######## design 1 ########
Fig. 1: design 1, ports around the boundary
Scale: 3 px per um. Pins as bars across the die edge, other pins in gray.
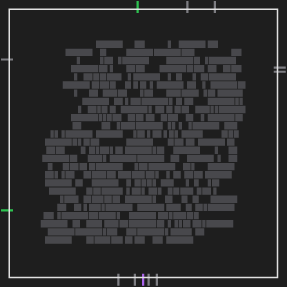

## src/rtl/artyz7_button_input_if.sv

```systemverilog
// artyz7_button_input_if: raw button pins in; debounced levels, pulses and toggles out.
interface artyz7_button_input_if #(parameter int num_buttons = 2);
  logic [num_buttons-1:0] button_raw, button_level, button_press, button_release, toggle_state;
  modport master(output button_raw, input button_level, button_press, button_release, toggle_state);
  modport slave(input button_raw, output button_level, button_press, button_release, toggle_state);
endinterface

```

## src/rtl/artyz7_button_input.sv

```systemverilog
// artyz7_button_input: synchronize and debounce button pins; emit levels, press/release pulses and press toggles.
module artyz7_button_input #(
  parameter int num_buttons = 2,
  parameter int stable_cycles = 1000000,
  parameter logic [num_buttons-1:0] toggle_init = '0
) (
  input logic ext_clk,
  input logic reset,
  artyz7_button_input_if.slave btn
);
  localparam int cw = $clog2(stable_cycles + 1);
  localparam logic [cw-1:0] limit = cw'(stable_cycles);
  if (num_buttons < 1 || num_buttons > 8) begin : g_bad_num
    $error("num_buttons must be in 1..8");
  end
  if (stable_cycles < 1 || stable_cycles > (1 << 24)) begin : g_bad_stable
    $error("stable_cycles must be in 1..2^24");
  end
  typedef enum logic [1:0] {STABLE_LOW, PENDING_HIGH, STABLE_HIGH, PENDING_LOW} state_t;
  logic [num_buttons-1:0] sync1_q, sync1_d, sync2_q, sync2_d;
  logic [num_buttons-1:0] level_q, level_d, press_q, press_d, release_q, release_d, toggle_q, toggle_d;
  state_t state_q [num_buttons];
  state_t state_d [num_buttons];
  logic [cw-1:0] cnt_q [num_buttons];
  logic [cw-1:0] cnt_d [num_buttons];
  always_comb begin
    sync1_d = btn.button_raw;
    sync2_d = sync1_q;
    for (int n = 0; n < num_buttons; n++) begin
      state_d[n] = state_q[n];
      cnt_d[n] = '0;
      case (state_q[n])
        STABLE_LOW:
          if (sync2_q[n]) begin
            state_d[n] = PENDING_HIGH;
            cnt_d[n] = cw'(1);
          end
        PENDING_HIGH:
          if (!sync2_q[n]) state_d[n] = STABLE_LOW;
          else if (cnt_q[n] == limit) state_d[n] = STABLE_HIGH;
          else cnt_d[n] = cnt_q[n] + 1'b1;
        STABLE_HIGH:
          if (!sync2_q[n]) begin
            state_d[n] = PENDING_LOW;
            cnt_d[n] = cw'(1);
          end
        PENDING_LOW:
          if (sync2_q[n]) state_d[n] = STABLE_HIGH;
          else if (cnt_q[n] == limit) state_d[n] = STABLE_LOW;
          else cnt_d[n] = cnt_q[n] + 1'b1;
        default: state_d[n] = STABLE_LOW;
      endcase
      level_d[n] = state_d[n] == STABLE_HIGH || state_d[n] == PENDING_LOW;
    end
    press_d = level_d & ~level_q;
    release_d = ~level_d & level_q;
    toggle_d = toggle_q ^ press_d;
  end
  always_ff @(posedge ext_clk or posedge reset)
    if (reset) begin
      sync1_q <= '0;
      sync2_q <= '0;
      level_q <= '0;
      press_q <= '0;
      release_q <= '0;
      toggle_q <= toggle_init;
      for (int n = 0; n < num_buttons; n++) begin
        state_q[n] <= STABLE_LOW;
        cnt_q[n] <= '0;
      end
    end else begin
      sync1_q <= sync1_d;
      sync2_q <= sync2_d;
      level_q <= level_d;
      press_q <= press_d;
      release_q <= release_d;
      toggle_q <= toggle_d;
      state_q <= state_d;
      cnt_q <= cnt_d;
    end
  assign btn.button_level = level_q;
  assign btn.button_press = press_q;
  assign btn.button_release = release_q;
  assign btn.toggle_state = toggle_q;
endmodule
```

## src/flat_wrapper.sv

```systemverilog
// flat-port wrapper written by rule: the top's interface ports become plain ports
module artyz7_button_input_flat 
#(
  parameter int num_buttons = 2,
  parameter int stable_cycles = 1000000,
  parameter logic [num_buttons-1:0] toggle_init = '0
)
  (ext_clk, reset, btn_button_raw, btn_button_level, btn_button_press, btn_button_release, btn_toggle_state);
  artyz7_button_input_if #(.num_buttons(num_buttons)) btn_i ();
  input logic ext_clk;
  input logic reset;
  input wire logic [$bits(btn_i.button_raw)-1:0] btn_button_raw;
  output wire logic [$bits(btn_i.button_level)-1:0] btn_button_level;
  output wire logic [$bits(btn_i.button_press)-1:0] btn_button_press;
  output wire logic [$bits(btn_i.button_release)-1:0] btn_button_release;
  output wire logic [$bits(btn_i.toggle_state)-1:0] btn_toggle_state;
  assign btn_i.button_raw = btn_button_raw;
  assign btn_button_level = btn_i.button_level;
  assign btn_button_press = btn_i.button_press;
  assign btn_button_release = btn_i.button_release;
  assign btn_toggle_state = btn_i.toggle_state;
  artyz7_button_input #(.num_buttons(num_buttons), .stable_cycles(stable_cycles), .toggle_init(toggle_init)) u_core (.ext_clk(ext_clk), .reset(reset), .btn(btn_i));
endmodule
```

## config.mk

```make
export PLATFORM = sky130hd
export DESIGN_NAME = artyz7_button_input_flat
export DESIGN_NICKNAME = d
export VERILOG_FILES = /design/src/rtl/artyz7_button_input_if.sv /design/src/rtl/artyz7_button_input.sv /design/src/flat_wrapper.sv
export SDC_FILE = /design/constraint.sdc
export NUM_CORES = 1
export LEC_CHECK = 0
export ABC_CLOCK_PERIOD_IN_PS = 1700
export CORE_MARGIN = 10
export CORE_UTILIZATION = 54
export CTS_CLUSTER_SIZE = 10
export DETAILED_ROUTE_END_ITERATION = 7
export PLACE_DENSITY = 0.75
export SYNTH_ARGS = -nofsm -noshare
export SYNTH_HDL_FRONTEND = slang
export SYNTH_SLANG_ARGS = --single-unit
```

## constraint.sdc

```tcl
create_clock -name ext_clk -period 1.7 [get_ports ext_clk]
set_input_delay 0.255 -clock ext_clk [delete_from_list [all_inputs] [get_ports ext_clk]]
set_output_delay 0.255 -clock ext_clk [all_outputs]
set_load 0.03 [all_outputs]
```

######## design 2 ########
## src/rtl/sspwm_dt_multi_if.sv

```systemverilog
// ---------------------------------------------------------------------------
// sspwm_dt_multi_if
// Purpose : Bundles the control inputs and gate-drive outputs of the
//           multi-channel PWM generator.
// Signals : en        - run carrier (1) / force outputs to safe state (0)
//           load      - strobe: capture period_in/duty_in/dead_in into shadow
//           period_in - carrier top count P (counter runs 0..P)
//           duty_in   - per-channel duty, channel i = [i*CNT_W +: CNT_W]
//           dead_in   - dead-time in clk cycles, common to all channels
//           pwm_hi    - high-side gate drive per channel
//           pwm_lo    - low-side gate drive per channel
//           sync      - 1-cycle pulse marking carrier start
//           load_ack  - 1-cycle pulse: shadow values became active
// Modports: master drives the controls, slave is the PWM generator.
// ---------------------------------------------------------------------------
interface sspwm_dt_multi_if #(
  parameter int CNT_W = 12,
  parameter int NCH   = 3,
  parameter int DT_W  = 8
) ();
  logic                 en;
  logic                 load;
  logic [CNT_W-1:0]     period_in;
  logic [NCH*CNT_W-1:0] duty_in;
  logic [DT_W-1:0]      dead_in;
  logic [NCH-1:0]       pwm_hi;
  logic [NCH-1:0]       pwm_lo;
  logic                 sync;
  logic                 load_ack;

  modport master (
    output en, load, period_in, duty_in, dead_in,
    input  pwm_hi, pwm_lo, sync, load_ack
  );

  modport slave (
    input  en, load, period_in, duty_in, dead_in,
    output pwm_hi, pwm_lo, sync, load_ack
  );
endinterface

```

## src/rtl/sspwm_dt_multi.sv

```systemverilog
// ---------------------------------------------------------------------------
// sspwm_dt_multi
// Purpose : Multi-channel sine-sampled PWM generator. One shared carrier
//           counter feeds NCH comparators; each comparator output passes
//           through a dead-time stage producing complementary gate drives.
//           Period, duty and dead-time are double-buffered and only take
//           effect at the carrier wrap (or continuously while disabled).
// Ports   : clk   - system clock, rising edge
//           rst_n - synchronous reset, active low
//           bus   - sspwm_dt_multi_if.slave (controls in, gate drives out)
// ---------------------------------------------------------------------------
module sspwm_dt_multi #(
  parameter int CNT_W      = 12,
  parameter int NCH        = 3,
  parameter int DT_W       = 8,
  parameter int PERIOD_DEF = 3906
) (
  input  logic               clk,
  input  logic               rst_n,
  sspwm_dt_multi_if.slave    bus
);

  localparam logic [CNT_W-1:0] P_RST = CNT_W'(PERIOD_DEF);

  logic [CNT_W-1:0]     cnt_q, cnt_d;
  logic [CNT_W-1:0]     p_act_q, p_act_d, p_sh_q, p_sh_d;
  logic [NCH*CNT_W-1:0] d_act_q, d_act_d, d_sh_q, d_sh_d;
  logic [DT_W-1:0]      dead_act_q, dead_act_d, dead_sh_q, dead_sh_d;
  logic                 pending_q, pending_d;
  logic                 sync_q, sync_d;
  logic                 ack_q, ack_d;
  logic [CNT_W-1:0]     period_cap;
  logic                 wrap;
  logic                 apply;

  // -------------------------------------------------------------------------
  // Carrier counter and double-buffered parameters
  // -------------------------------------------------------------------------
  always_comb begin
    // A zero period would stall the carrier; the shortest legal one is 0..1.
    period_cap = (bus.period_in == '0) ? CNT_W'(1) : bus.period_in;
    wrap       = bus.en && (cnt_q == p_act_q);
    // Disabled: active follows shadow every cycle. Enabled: only at wrap,
    // and a load arriving on the wrap cycle is taken straight through.
    apply      = !bus.en || (wrap && (pending_q || bus.load));

    cnt_d = '0;
    if (bus.en && !wrap) begin
      cnt_d = cnt_q + CNT_W'(1);
    end

    p_sh_d    = p_sh_q;
    d_sh_d    = d_sh_q;
    dead_sh_d = dead_sh_q;
    if (bus.load) begin
      p_sh_d    = period_cap;
      d_sh_d    = bus.duty_in;
      dead_sh_d = bus.dead_in;
    end

    p_act_d    = p_act_q;
    d_act_d    = d_act_q;
    dead_act_d = dead_act_q;
    pending_d  = pending_q;
    if (apply) begin
      // Using the shadow next-state gives the load-on-wrap bypass for free.
      p_act_d    = p_sh_d;
      d_act_d    = d_sh_d;
      dead_act_d = dead_sh_d;
      pending_d  = 1'b0;
    end else if (bus.load) begin
      pending_d  = 1'b1;
    end

    sync_d = bus.en && (cnt_q == '0);
    ack_d  = wrap && (pending_q || bus.load);
  end

  always_ff @(posedge clk) begin
    if (!rst_n) begin
      cnt_q      <= '0;
      p_act_q    <= P_RST;
      p_sh_q     <= P_RST;
      d_act_q    <= '0;
      d_sh_q     <= '0;
      dead_act_q <= '0;
      dead_sh_q  <= '0;
      pending_q  <= 1'b0;
      sync_q     <= 1'b0;
      ack_q      <= 1'b0;
    end else begin
      cnt_q      <= cnt_d;
      p_act_q    <= p_act_d;
      p_sh_q     <= p_sh_d;
      d_act_q    <= d_act_d;
      d_sh_q     <= d_sh_d;
      dead_act_q <= dead_act_d;
      dead_sh_q  <= dead_sh_d;
      pending_q  <= pending_d;
      sync_q     <= sync_d;
      ack_q      <= ack_d;
    end
  end

  assign bus.sync     = sync_q;
  assign bus.load_ack = ack_q;

  // -------------------------------------------------------------------------
  // Per-channel comparator and dead-time stage
  // -------------------------------------------------------------------------
  for (genvar gi = 0; gi < NCH; gi++) begin : g_ch
    logic            raw;
    logic            same;
    logic            expired;
    logic            keep;
    logic            on;
    logic [DT_W-1:0] held;
    logic            hi_q, hi_d;
    logic            lo_q, lo_d;
    logic            raw_prev_q, raw_prev_d;
    logic [DT_W-1:0] dcnt_q, dcnt_d;

    always_comb begin
      // D = 0 never passes, D > P always passes, so no wrap glitch exists.
      raw     = cnt_q < d_act_q[gi*CNT_W +: CNT_W];
      same    = (raw == raw_prev_q);
      // held = number of earlier consecutive cycles at this raw level,
      // saturated at the dead-time; an edge restarts it from zero.
      held    = same ? dcnt_q : '0;
      expired = (held >= dead_act_q);
      // An already-driven output stays on while raw holds, so a dead-time
      // increase applied at a wrap cannot chop a level that is already on.
      keep    = same && (raw ? hi_q : lo_q);
      on      = expired || keep;

      hi_d       = 1'b0;
      lo_d       = 1'b0;
      dcnt_d     = '0;
      raw_prev_d = raw;
      if (bus.en) begin
        hi_d   = raw && on;
        lo_d   = !raw && on;
        dcnt_d = expired ? dead_act_q : held + DT_W'(1);
      end
    end

    always_ff @(posedge clk) begin
      if (!rst_n) begin
        hi_q       <= 1'b0;
        lo_q       <= 1'b0;
        raw_prev_q <= 1'b0;
        dcnt_q     <= '0;
      end else begin
        hi_q       <= hi_d;
        lo_q       <= lo_d;
        raw_prev_q <= raw_prev_d;
        dcnt_q     <= dcnt_d;
      end
    end

    assign bus.pwm_hi[gi] = hi_q;
    assign bus.pwm_lo[gi] = lo_q;
  end

endmodule

```

## src/flat_wrapper.sv

```systemverilog
// flat-port wrapper written by rule: the top's interface ports become plain ports
module sspwm_dt_multi_flat 
#(
  parameter int CNT_W      = 12,
  parameter int NCH        = 3,
  parameter int DT_W       = 8,
  parameter int PERIOD_DEF = 3906
)
  (clk, rst_n, bus_en, bus_load, bus_period_in, bus_duty_in, bus_dead_in, bus_pwm_hi, bus_pwm_lo, bus_sync, bus_load_ack);
  sspwm_dt_multi_if #(.CNT_W(CNT_W), .NCH(NCH), .DT_W(DT_W)) bus_i ();
  input  logic clk;
  input  logic rst_n;
  input wire logic [$bits(bus_i.en)-1:0] bus_en;
  input wire logic [$bits(bus_i.load)-1:0] bus_load;
  input wire logic [$bits(bus_i.period_in)-1:0] bus_period_in;
  input wire logic [$bits(bus_i.duty_in)-1:0] bus_duty_in;
  input wire logic [$bits(bus_i.dead_in)-1:0] bus_dead_in;
  output wire logic [$bits(bus_i.pwm_hi)-1:0] bus_pwm_hi;
  output wire logic [$bits(bus_i.pwm_lo)-1:0] bus_pwm_lo;
  output wire logic [$bits(bus_i.sync)-1:0] bus_sync;
  output wire logic [$bits(bus_i.load_ack)-1:0] bus_load_ack;
  assign bus_i.en = bus_en;
  assign bus_i.load = bus_load;
  assign bus_i.period_in = bus_period_in;
  assign bus_i.duty_in = bus_duty_in;
  assign bus_i.dead_in = bus_dead_in;
  assign bus_pwm_hi = bus_i.pwm_hi;
  assign bus_pwm_lo = bus_i.pwm_lo;
  assign bus_sync = bus_i.sync;
  assign bus_load_ack = bus_i.load_ack;
  sspwm_dt_multi #(.CNT_W(CNT_W), .NCH(NCH), .DT_W(DT_W), .PERIOD_DEF(PERIOD_DEF)) u_core (.clk(clk), .rst_n(rst_n), .bus(bus_i));
endmodule
```

## config.mk

```make
export PLATFORM = sky130hd
export DESIGN_NAME = sspwm_dt_multi_flat
export DESIGN_NICKNAME = d
export VERILOG_FILES = /design/src/rtl/sspwm_dt_multi_if.sv /design/src/rtl/sspwm_dt_multi.sv /design/src/flat_wrapper.sv
export SDC_FILE = /design/constraint.sdc
export NUM_CORES = 1
export LEC_CHECK = 0
export CORE_MARGIN = 2
export CORE_UTILIZATION = 63
export DETAILED_ROUTE_END_ITERATION = 12
export GPL_TIMING_DRIVEN = 0
export PLACE_DENSITY = 0.86
export REMOVE_ABC_BUFFERS = 1
export SYNTH_ARGS = -nofsm -noshare
export SYNTH_HDL_FRONTEND = slang
export SYNTH_SLANG_ARGS = --single-unit
```

## constraint.sdc

```tcl
create_clock -name clk -period 6.9 [get_ports clk]
set_clock_uncertainty 0.2 [all_clocks]
set_input_delay 0.69 -clock clk [delete_from_list [all_inputs] [get_ports clk]]
set_output_delay 0.69 -clock clk [all_outputs]
set_load 0.005 [all_outputs]
```

######## design 3 ########
[src/rtl/mc_control_fsm.sv]
// Multi-cycle MIPS main control: fetch/decode/execute/memory/writeback sequencing.
// Optional addi support is built when MC_ADDI_EN is defined.
module mc_control_fsm (
  input  logic       clk,
  input  logic       rst,
  input  logic [5:0] opcode,
  input  logic       mem_ready,
  output logic       pc_write,
  output logic       pc_write_cond,
  output logic       iord,
  output logic       mem_read,
  output logic       mem_write,
  output logic       mem_to_reg,
  output logic       ir_write,
  output logic [1:0] pc_source,
  output logic [1:0] alu_op,
  output logic       alu_src_a,
  output logic [1:0] alu_src_b,
  output logic       reg_write,
  output logic       reg_dst,
  output logic       illegal,
  output logic [3:0] state
);

  typedef enum logic [3:0] {
    S_FETCH  = 4'd0,
    S_DECODE = 4'd1,
    S_MEMADR = 4'd2,
    S_MEMRD  = 4'd3,
    S_MEMWB  = 4'd4,
    S_MEMWR  = 4'd5,
    S_EXEC   = 4'd6,
    S_RWB    = 4'd7,
    S_BRANCH = 4'd8,
    S_JUMP   = 4'd9,
    S_ADDIEX = 4'd10,
    S_ADDIWB = 4'd11
  } state_t;

  localparam logic [5:0] OP_RTYPE = 6'h00;
  localparam logic [5:0] OP_J     = 6'h02;
  localparam logic [5:0] OP_BEQ   = 6'h04;
  localparam logic [5:0] OP_ADDI  = 6'h08;
  localparam logic [5:0] OP_LW    = 6'h23;
  localparam logic [5:0] OP_SW    = 6'h2B;

  state_t cur_state, nxt_state;

  // Write enables before reset gating
  logic pcw_raw, pcwc_raw, irw_raw, memw_raw, regw_raw, ill_raw;

  assign state = cur_state;

  // NOTE: sequential state uses non-blocking assignment so every flop samples pre-edge values.
  always_ff @(posedge clk) begin
    if (rst) cur_state <= S_FETCH;
    else     cur_state <= nxt_state;
  end

  always_comb begin
    // NOTE: every output gets a default first so no path through the case infers a latch.
    nxt_state  = S_FETCH;
    pcw_raw    = 1'b0;
    pcwc_raw   = 1'b0;
    irw_raw    = 1'b0;
    memw_raw   = 1'b0;
    regw_raw   = 1'b0;
    ill_raw    = 1'b0;
    iord       = 1'b0;
    mem_read   = 1'b0;
    mem_to_reg = 1'b0;
    pc_source  = 2'b00;
    alu_op     = 2'b00;
    alu_src_a  = 1'b0;
    alu_src_b  = 2'b00;
    reg_dst    = 1'b0;

    case (cur_state)
      S_FETCH: begin
        mem_read  = 1'b1;
        alu_src_b = 2'b01;
        irw_raw   = mem_ready;
        pcw_raw   = mem_ready;
        nxt_state = mem_ready ? S_DECODE : S_FETCH;
      end
      S_DECODE: begin
        alu_src_b = 2'b11;
        case (opcode)
          OP_LW, OP_SW: nxt_state = S_MEMADR;
          OP_RTYPE:     nxt_state = S_EXEC;
          OP_BEQ:       nxt_state = S_BRANCH;
          OP_J:         nxt_state = S_JUMP;
`ifdef MC_ADDI_EN
          OP_ADDI:      nxt_state = S_ADDIEX;
`endif
          default: begin
            ill_raw   = 1'b1;
            nxt_state = S_FETCH;
          end
        endcase
      end
      S_MEMADR: begin
        alu_src_a = 1'b1;
        alu_src_b = 2'b10;
        nxt_state = (opcode == OP_SW) ? S_MEMWR : S_MEMRD;
      end
      S_MEMRD: begin
        mem_read  = 1'b1;
        iord      = 1'b1;
        nxt_state = mem_ready ? S_MEMWB : S_MEMRD;
      end
      S_MEMWB: begin
        regw_raw   = 1'b1;
        mem_to_reg = 1'b1;
      end
      S_MEMWR: begin
        memw_raw  = 1'b1;
        iord      = 1'b1;
        nxt_state = mem_ready ? S_FETCH : S_MEMWR;
      end
      S_EXEC: begin
        alu_src_a = 1'b1;
        alu_op    = 2'b10;
        nxt_state = S_RWB;
      end
      S_RWB: begin
        regw_raw = 1'b1;
        reg_dst  = 1'b1;
      end
      S_BRANCH: begin
        alu_src_a = 1'b1;
        alu_op    = 2'b01;
        pcwc_raw  = 1'b1;
        pc_source = 2'b01;
      end
      S_JUMP: begin
        pcw_raw   = 1'b1;
        pc_source = 2'b10;
      end
`ifdef MC_ADDI_EN
      S_ADDIEX: begin
        alu_src_a = 1'b1;
        alu_src_b = 2'b10;
        nxt_state = S_ADDIWB;
      end
      S_ADDIWB: begin
        regw_raw = 1'b1;
      end
`endif
      default: nxt_state = S_FETCH;
    endcase
  end

  // Reset abandons the current instruction: no architectural write may fire in that cycle
  assign pc_write      = pcw_raw  & ~rst;
  assign pc_write_cond = pcwc_raw & ~rst;
  assign ir_write      = irw_raw  & ~rst;
  assign mem_write     = memw_raw & ~rst;
  assign reg_write     = regw_raw & ~rst;
  assign illegal       = ill_raw  & ~rst;

endmodule

[config.mk]
export PLATFORM = sky130hd
export DESIGN_NAME = mc_control_fsm
export DESIGN_NICKNAME = d
export VERILOG_FILES = /design/src/rtl/mc_control_fsm.sv
export SDC_FILE = /design/constraint.sdc
export NUM_CORES = 1
export LEC_CHECK = 0
export CORE_AREA = 3 3 40 42
export CTS_BUF_LIST = sky130_fd_sc_hd__clkbuf_4
export DETAILED_ROUTE_END_ITERATION = 10
export DIE_AREA = 0 0 43 45
export HOLD_SLACK_MARGIN = 0.1
export PLACE_DENSITY = 0.94
export SYNTH_ARGS = -nofsm -noshare
export SYNTH_HDL_FRONTEND = slang
export SYNTH_SLANG_ARGS = --single-unit
[constraint.sdc]
create_clock -name clk -period 3.25 [get_ports clk]
set_input_delay 0.4875 -clock clk [delete_from_list [all_inputs] [get_ports clk]]
set_output_delay 0.4875 -clock clk [all_outputs]
set_load 0.01 [all_outputs]
Fig. 2: design 3, M2 wires
Scale: 8 px per um. Cells faint in the background.
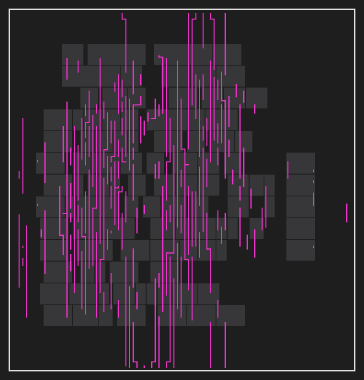
nets with wire on the layer: 99
wire length on this layer: 874 um
longest straight run: 26.9 um
final routed wirelength across all metal layers: 1640 um
total via count in the routed design: 682
routing usage on met2: 32.6%

==> notes.md, design 3 <==
Physical implementation status

Entering global routing, the biggest net connects 21 pins. The top cell type in the final layout, fill and taps aside, is sky130_fd_sc_hd__clkdlybuf4s50_1. The final design was reported to hold multi-input combinational gates totalling 64. In the routed design, unresolved DRC markers number 0. The met3 capacity usage during global routing stands at 3.59%. The internal portion of total power stands at 120 uW.

The number of nets at the end of the flow stands at 113. The group that draws the most power in this run is clock. The final period demand of the worst path stands at 2.71 ns. Listed in order, past its start point the critical path passes clkdlybuf4s50_1 -> nor4_1 -> o21a_1 -> nor3_2 -> clkdlybuf4s50_1. In the synthesized netlist the dominant register cell turns out to be sky130_fd_sc_hd__dfxtp_1. The post-placement setup slack stands at 0.577 ns. For this configuration, the core starts out at a cell density of 42.4%. Buffers placed on the I/O ports in this run total 29. There are 4 flip-flops and latches.

The count of state elements after synthesis stands at 4. Counting the fill cells in the layout gives 116. Note that the worst hold path type here is reg -> reg. The sum of buffers and inverters on the critical path stands at 2. The critical path in this run is classified as in -> out. After synthesis, flip-flops and latches occupy 14.7% of the total area.

The count of nets left with antenna violations after detail routing stands at 0. For this run the detailed placement stage logged an HPWL of 1230 um. The internal reg-to-reg setup slack stands at 1.76 ns. Measured on the final layout, the clock distribution area share stands at 2.65%. The number of top-level pins stands at 30. On the critical path the data arrives at 2.23 ns. TritonRoute output was used to compute an average wire per cell of 14.0 um. The area taken by flip-flops and latches stands at 80.1 um^2. The run finished with clean final reports. The number of setup violations in the final report stands at 0.

The overall die width stands at 43 um. The script logs the ratio of routed vias to standard cells as 5.83. The hold buffer count at CTS stands at 0. Leaving out filler cells and counting taps, the final layout contains 117. Grouping stages by cell kind, the critical path spends the most delay in buffers and inverters. The die is 45 um tall. After layout, the buffer instance count without clock buffers stands at 31. For the worst reg-to-reg path, the endpoint reported by OpenROAD is state[3]. For the worst setup path, the data required time is 2.76 ns. The number of cells in Yosys stat stands at 74. The number of stages on the worst hold path stands at 3. In the final design, more cell area goes to multi-input combinational cells than to any other class. Yosys mapped a number of flops with a built-in enable equal to 0.

The number of placed instances, taps included stands at 114. The routed metal-1 wirelength stands at 679 um. Summed over all nets, wire length on met2 after detailed routing comes to 874 um.

The combinational group power stands at 54.0 uW. Cells fill 66.0% of the core in the end. The final max-slew violation count recorded for this run is 0. The count of final hold-check violations stands at 0. In the global route stage, met1 resource usage came out at 21.1%.
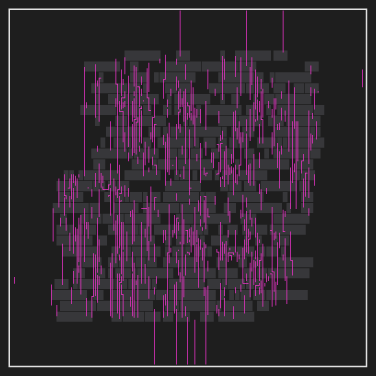
Fig. 3. M2 wires (design 1).
Scale: 4 px per um. Cells faint in the background.
wire length on this layer: 2200 um
share of all routed wire: 47%
main direction: vertical
nets with wire on the layer: 250
total via count in the routed design: 1831
routing usage on met2: 22.1%
final routed wirelength across all metal layers: 4690 um

## Picture notes: Fig. 1
[purple] reset | pins: 1 | direction: input | edge: bottom
[green] btn_button_raw | pins: 2 | direction: input | edge: 1 top, 1 left
all pins by edge: 5 bottom, 3 top, 2 right, 2 left
port bufs: 11
die height: 88.9 um

==> notes.md, design 1 <==
Physical implementation status

The xor/xnor cell area share of the yosys netlist stands at 13.7%. Grouping non-sequential cells by family puts the most area in simple AND/OR/NAND/NOR gates. The number of antenna violations at the first check in global routing stands at 0.

The setup slack of the critical path after layout stands at -0.0975 ns. The synthesized design contains 0 enable-type register cells. After the last flow step, the layout net total stands at 300.

In the detailed route, the total length drawn on met3 is 150 um. The maximum clock frequency stands at 556 MHz. The routed metal-1 wirelength stands at 2290 um.

The floorplan report lists the tap cell count as 54. The count of state elements after synthesis stands at 56. The share of cell area taken by flip-flops and latches stands at 43.9%.

For this run the top cell type by instance count after synthesis was sky130_fd_sc_hd__dfrtp_1. The run finished, with violations left. The layout buffer count excluding clock buffers stands at 45. Per STA, the worst path accumulates the most delay in the family simple AND/OR/NAND/NOR gates. The detail-routed via count per cell stands at 5.29. The layout summary lists the proportion of cells stronger than drive strength 1 as 20.9%. The average wire length per cell after detail routing stands at 13.6 um. The number of cells in Yosys stat stands at 243. The final worst-path cycle share stands at 106%.

The largest stage delay on the critical path stands at 0.55 ns. The final reports fail on setup timing. The global routing stage identified its most utilized layer as met2.

The data arrival time at the worst-slack endpoint stands at 2.04 ns. After Yosys synthesis, AND-OR and OR-AND compound gates account for 0.927% of the synthesized area. Non-clock inverters in the final layout number 13. Per the timing report, the most critical flop-to-flop path originates at u_core.cnt_q[15]. For reference, the top cells by count after synthesis are 56 x sky130_fd_sc_hd__dfrtp_1, 47 x sky130_fd_sc_hd__nor2_1, 26 x sky130_fd_sc_hd__xor2_1, 14 x sky130_fd_sc_hd__nand2_1, 14 x sky130_fd_sc_hd__xnor2_1. The OpenROAD report gives the critical path a required time of 1.94 ns. Sequential cells account for 60.3% of the total power. Subtracting the final worst setup slack from the clock period gives 1.80 ns. The multiplexer share of the synthesized area stands at 2.05%. Looking at the critical path, the highest net fanout was 4. The number of setup violations in the final report stands at 30. The depth of the most critical reg-to-reg path stands at 5. TritonCTS built the clock tree. The clock network fraction of total power stands at 34.4%. Leaving out buffers and inverters, the combinational logic in the layout accounts for 1180 um^2. The finished layout holds 346 standard cells, fillers aside. The flop count stands at 56. The sequential share of the synthesized area stands at 54.6%.

The top cell types in the final layout, fill and taps aside, are 56 x sky130_fd_sc_hd__dfrtp_1, 46 x sky130_fd_sc_hd__nor2_1, 31 x sky130_fd_sc_hd__buf_4. The biggest area contributor in the post-synthesis netlist is sky130_fd_sc_hd__dfrtp_1. The global router's overall resource usage stands at 13.8%.
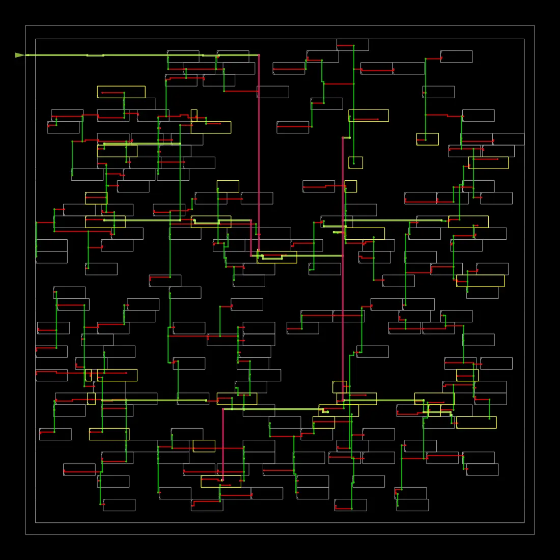
Fig. 4. Clock routing (design 2).
power of the clock network: 957 uW
Skew-Pair Late Insertion Delay: 0.43 ns
count of clock-net buffers in the final layout: 25

==> notes.md, design 2 <==
Physical implementation status

Per the STA report, the cell with the highest stage delay on the worst path is sky130_fd_sc_hd__a311oi_2. The combinational group power stands at 286 uW. The number of nets at the end of the flow stands at 1035. The placed standard-cell area stands at 8830 um^2. After layout, the worst path uses 69.5% of the clock period.

Across the run, the number of max-cap violations was 0. Non-clock inverters in the final layout number 55. Counting only logic cells after layout, the most numerous master is sky130_fd_sc_hd__dfxtp_1.

Per the CTS log, the maximum H-tree level is 4. After floorplanning, the core was divided into 41 placement rows. The fraction of synthesis flops using an asynchronous set or reset pin stands at 0%. The core utilization before placement stands at 64.4%.

The run finished with clean final reports. The design draws 2250 uW. Per the OpenROAD floorplan log, the area of the core is 12600 um^2. Routed signal wires occupy layers up through met4. The maximum number of pins on one net before global-route repair stands at 100.

The number of slew-limit violations in the final report stands at 0. The final period demand of the worst path stands at 4.80 ns. After routing the design area is 9440 um^2.

The count of nets left with antenna violations after detail routing stands at 0. The detailed-router iteration count before antenna repair stands at 5. The average wire length per cell after detail routing stands at 15.2 um. In this run, synthesis produced a sequential element count of 160.

The number of sequential cells reported for the layout is 160. The number of antenna diodes stands at 0. In the hold report, the worst path ends at u_core.pending_q. The most critical min-delay path falls under reg -> reg.

The total negative setup slack stands at 0 ns. The final report lists a non-filler cell total of 1098. In the global route stage, met2 resource usage came out at 39.2%. Cells fill 75.1% of the core in the end. In this run the most critical hold path is launched from u_core.pending_q. The multi-input combinational cells in the finished layout cover a total of 4450 um^2. The maximum resistive drop on vdd stands at 0.197 mV. The layout multi-input combinational cell count stands at 608. In this design, the largest share of critical-path delay is due to AND-OR/OR-AND gates.

The number of design rule violations left after detail routing stands at 0.

==> screenshots <==
Placed cells, one color a class.
picture 1
Scale: 4 px per um. Fill, decap, tap and diode cells in gray.
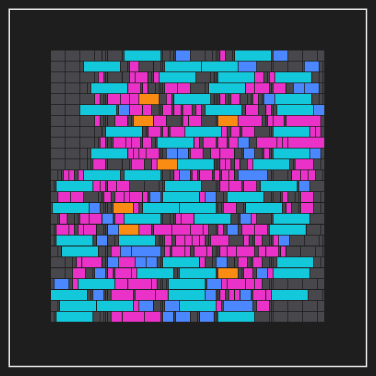
picture 2
Scale: 3 px per um. Fill, decap, tap and diode cells in gray.
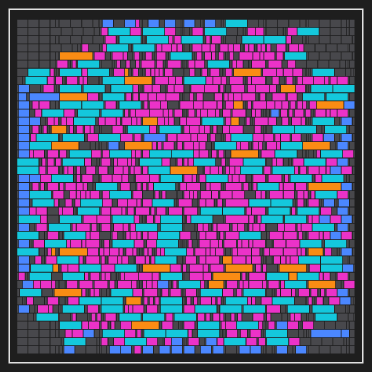
picture 3
Scale: 8 px per um. Fill, decap, tap and diode cells in gray.
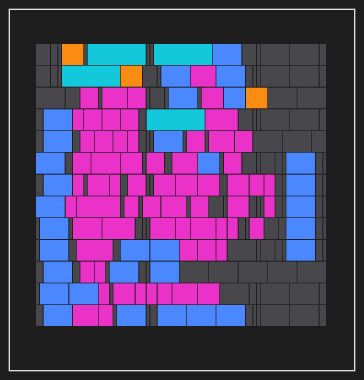
| from | picture |
|---|---|
| design 2 | picture 2 |
| design 3 | picture 3 |
| design 1 | picture 1 |
Of these, fewest cells: picture 3
Of these, largest die: picture 2

Key to picture 3:
[orange] cells driving clock nets | cells: 3 | share of their area: 2.7%
[cyan] flip-flops | cells: 4 | share of their area: 9.7%
[magenta] all other logic | cells: 64 | share of their area: 51%
[blue] other buffers and delay cells | cells: 31 | share of their area: 37%



==> notes/layouts.md <==
Pictures saved along the way, in no particular order.

Clock distribution.
Plate I
Scale: 4 px per um.
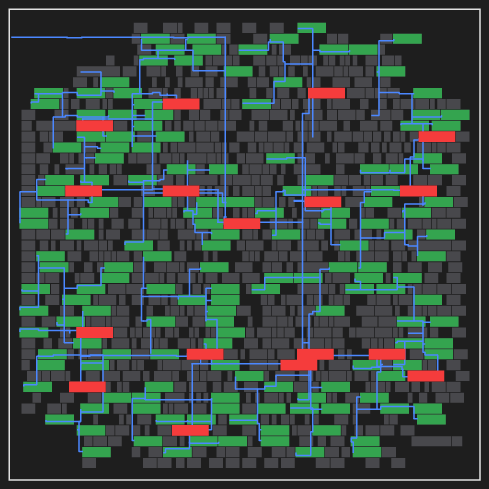
Plate II
Scale: 6 px per um.
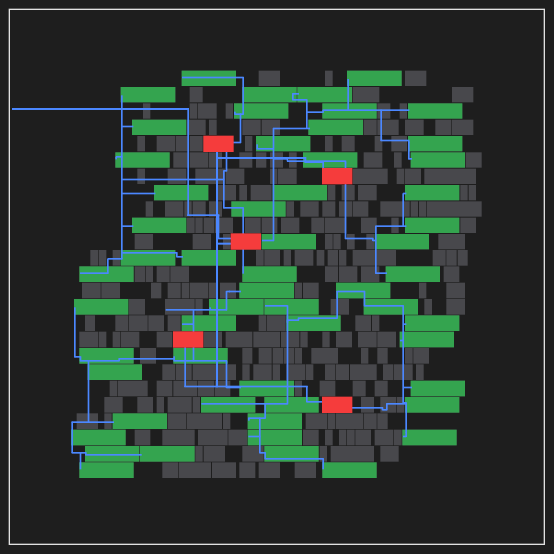
Plate III
Scale: 12 px per um.
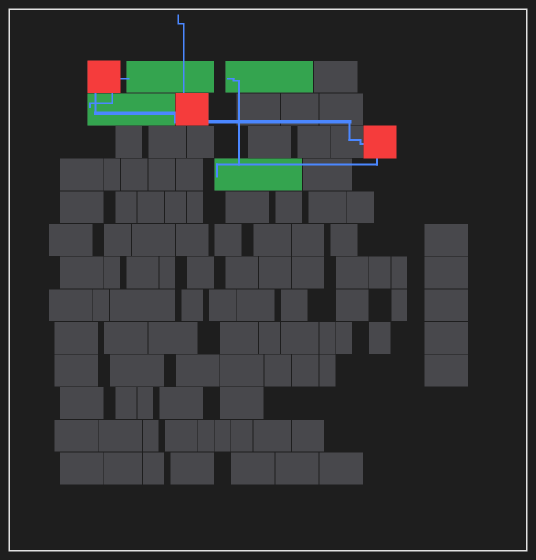
Of these, smallest die: Plate III
- Plate III = design 3
- Plate I = design 2
- Plate II = design 1

Key to Plate I:
[blue] clock wires | length: 1770 um
[red] cells driving clock nets | count: 17
[green] flip-flops | count: 160
flops lie: widely spread
routed clock nets: 18

Power and IR drop assume default switching activity.
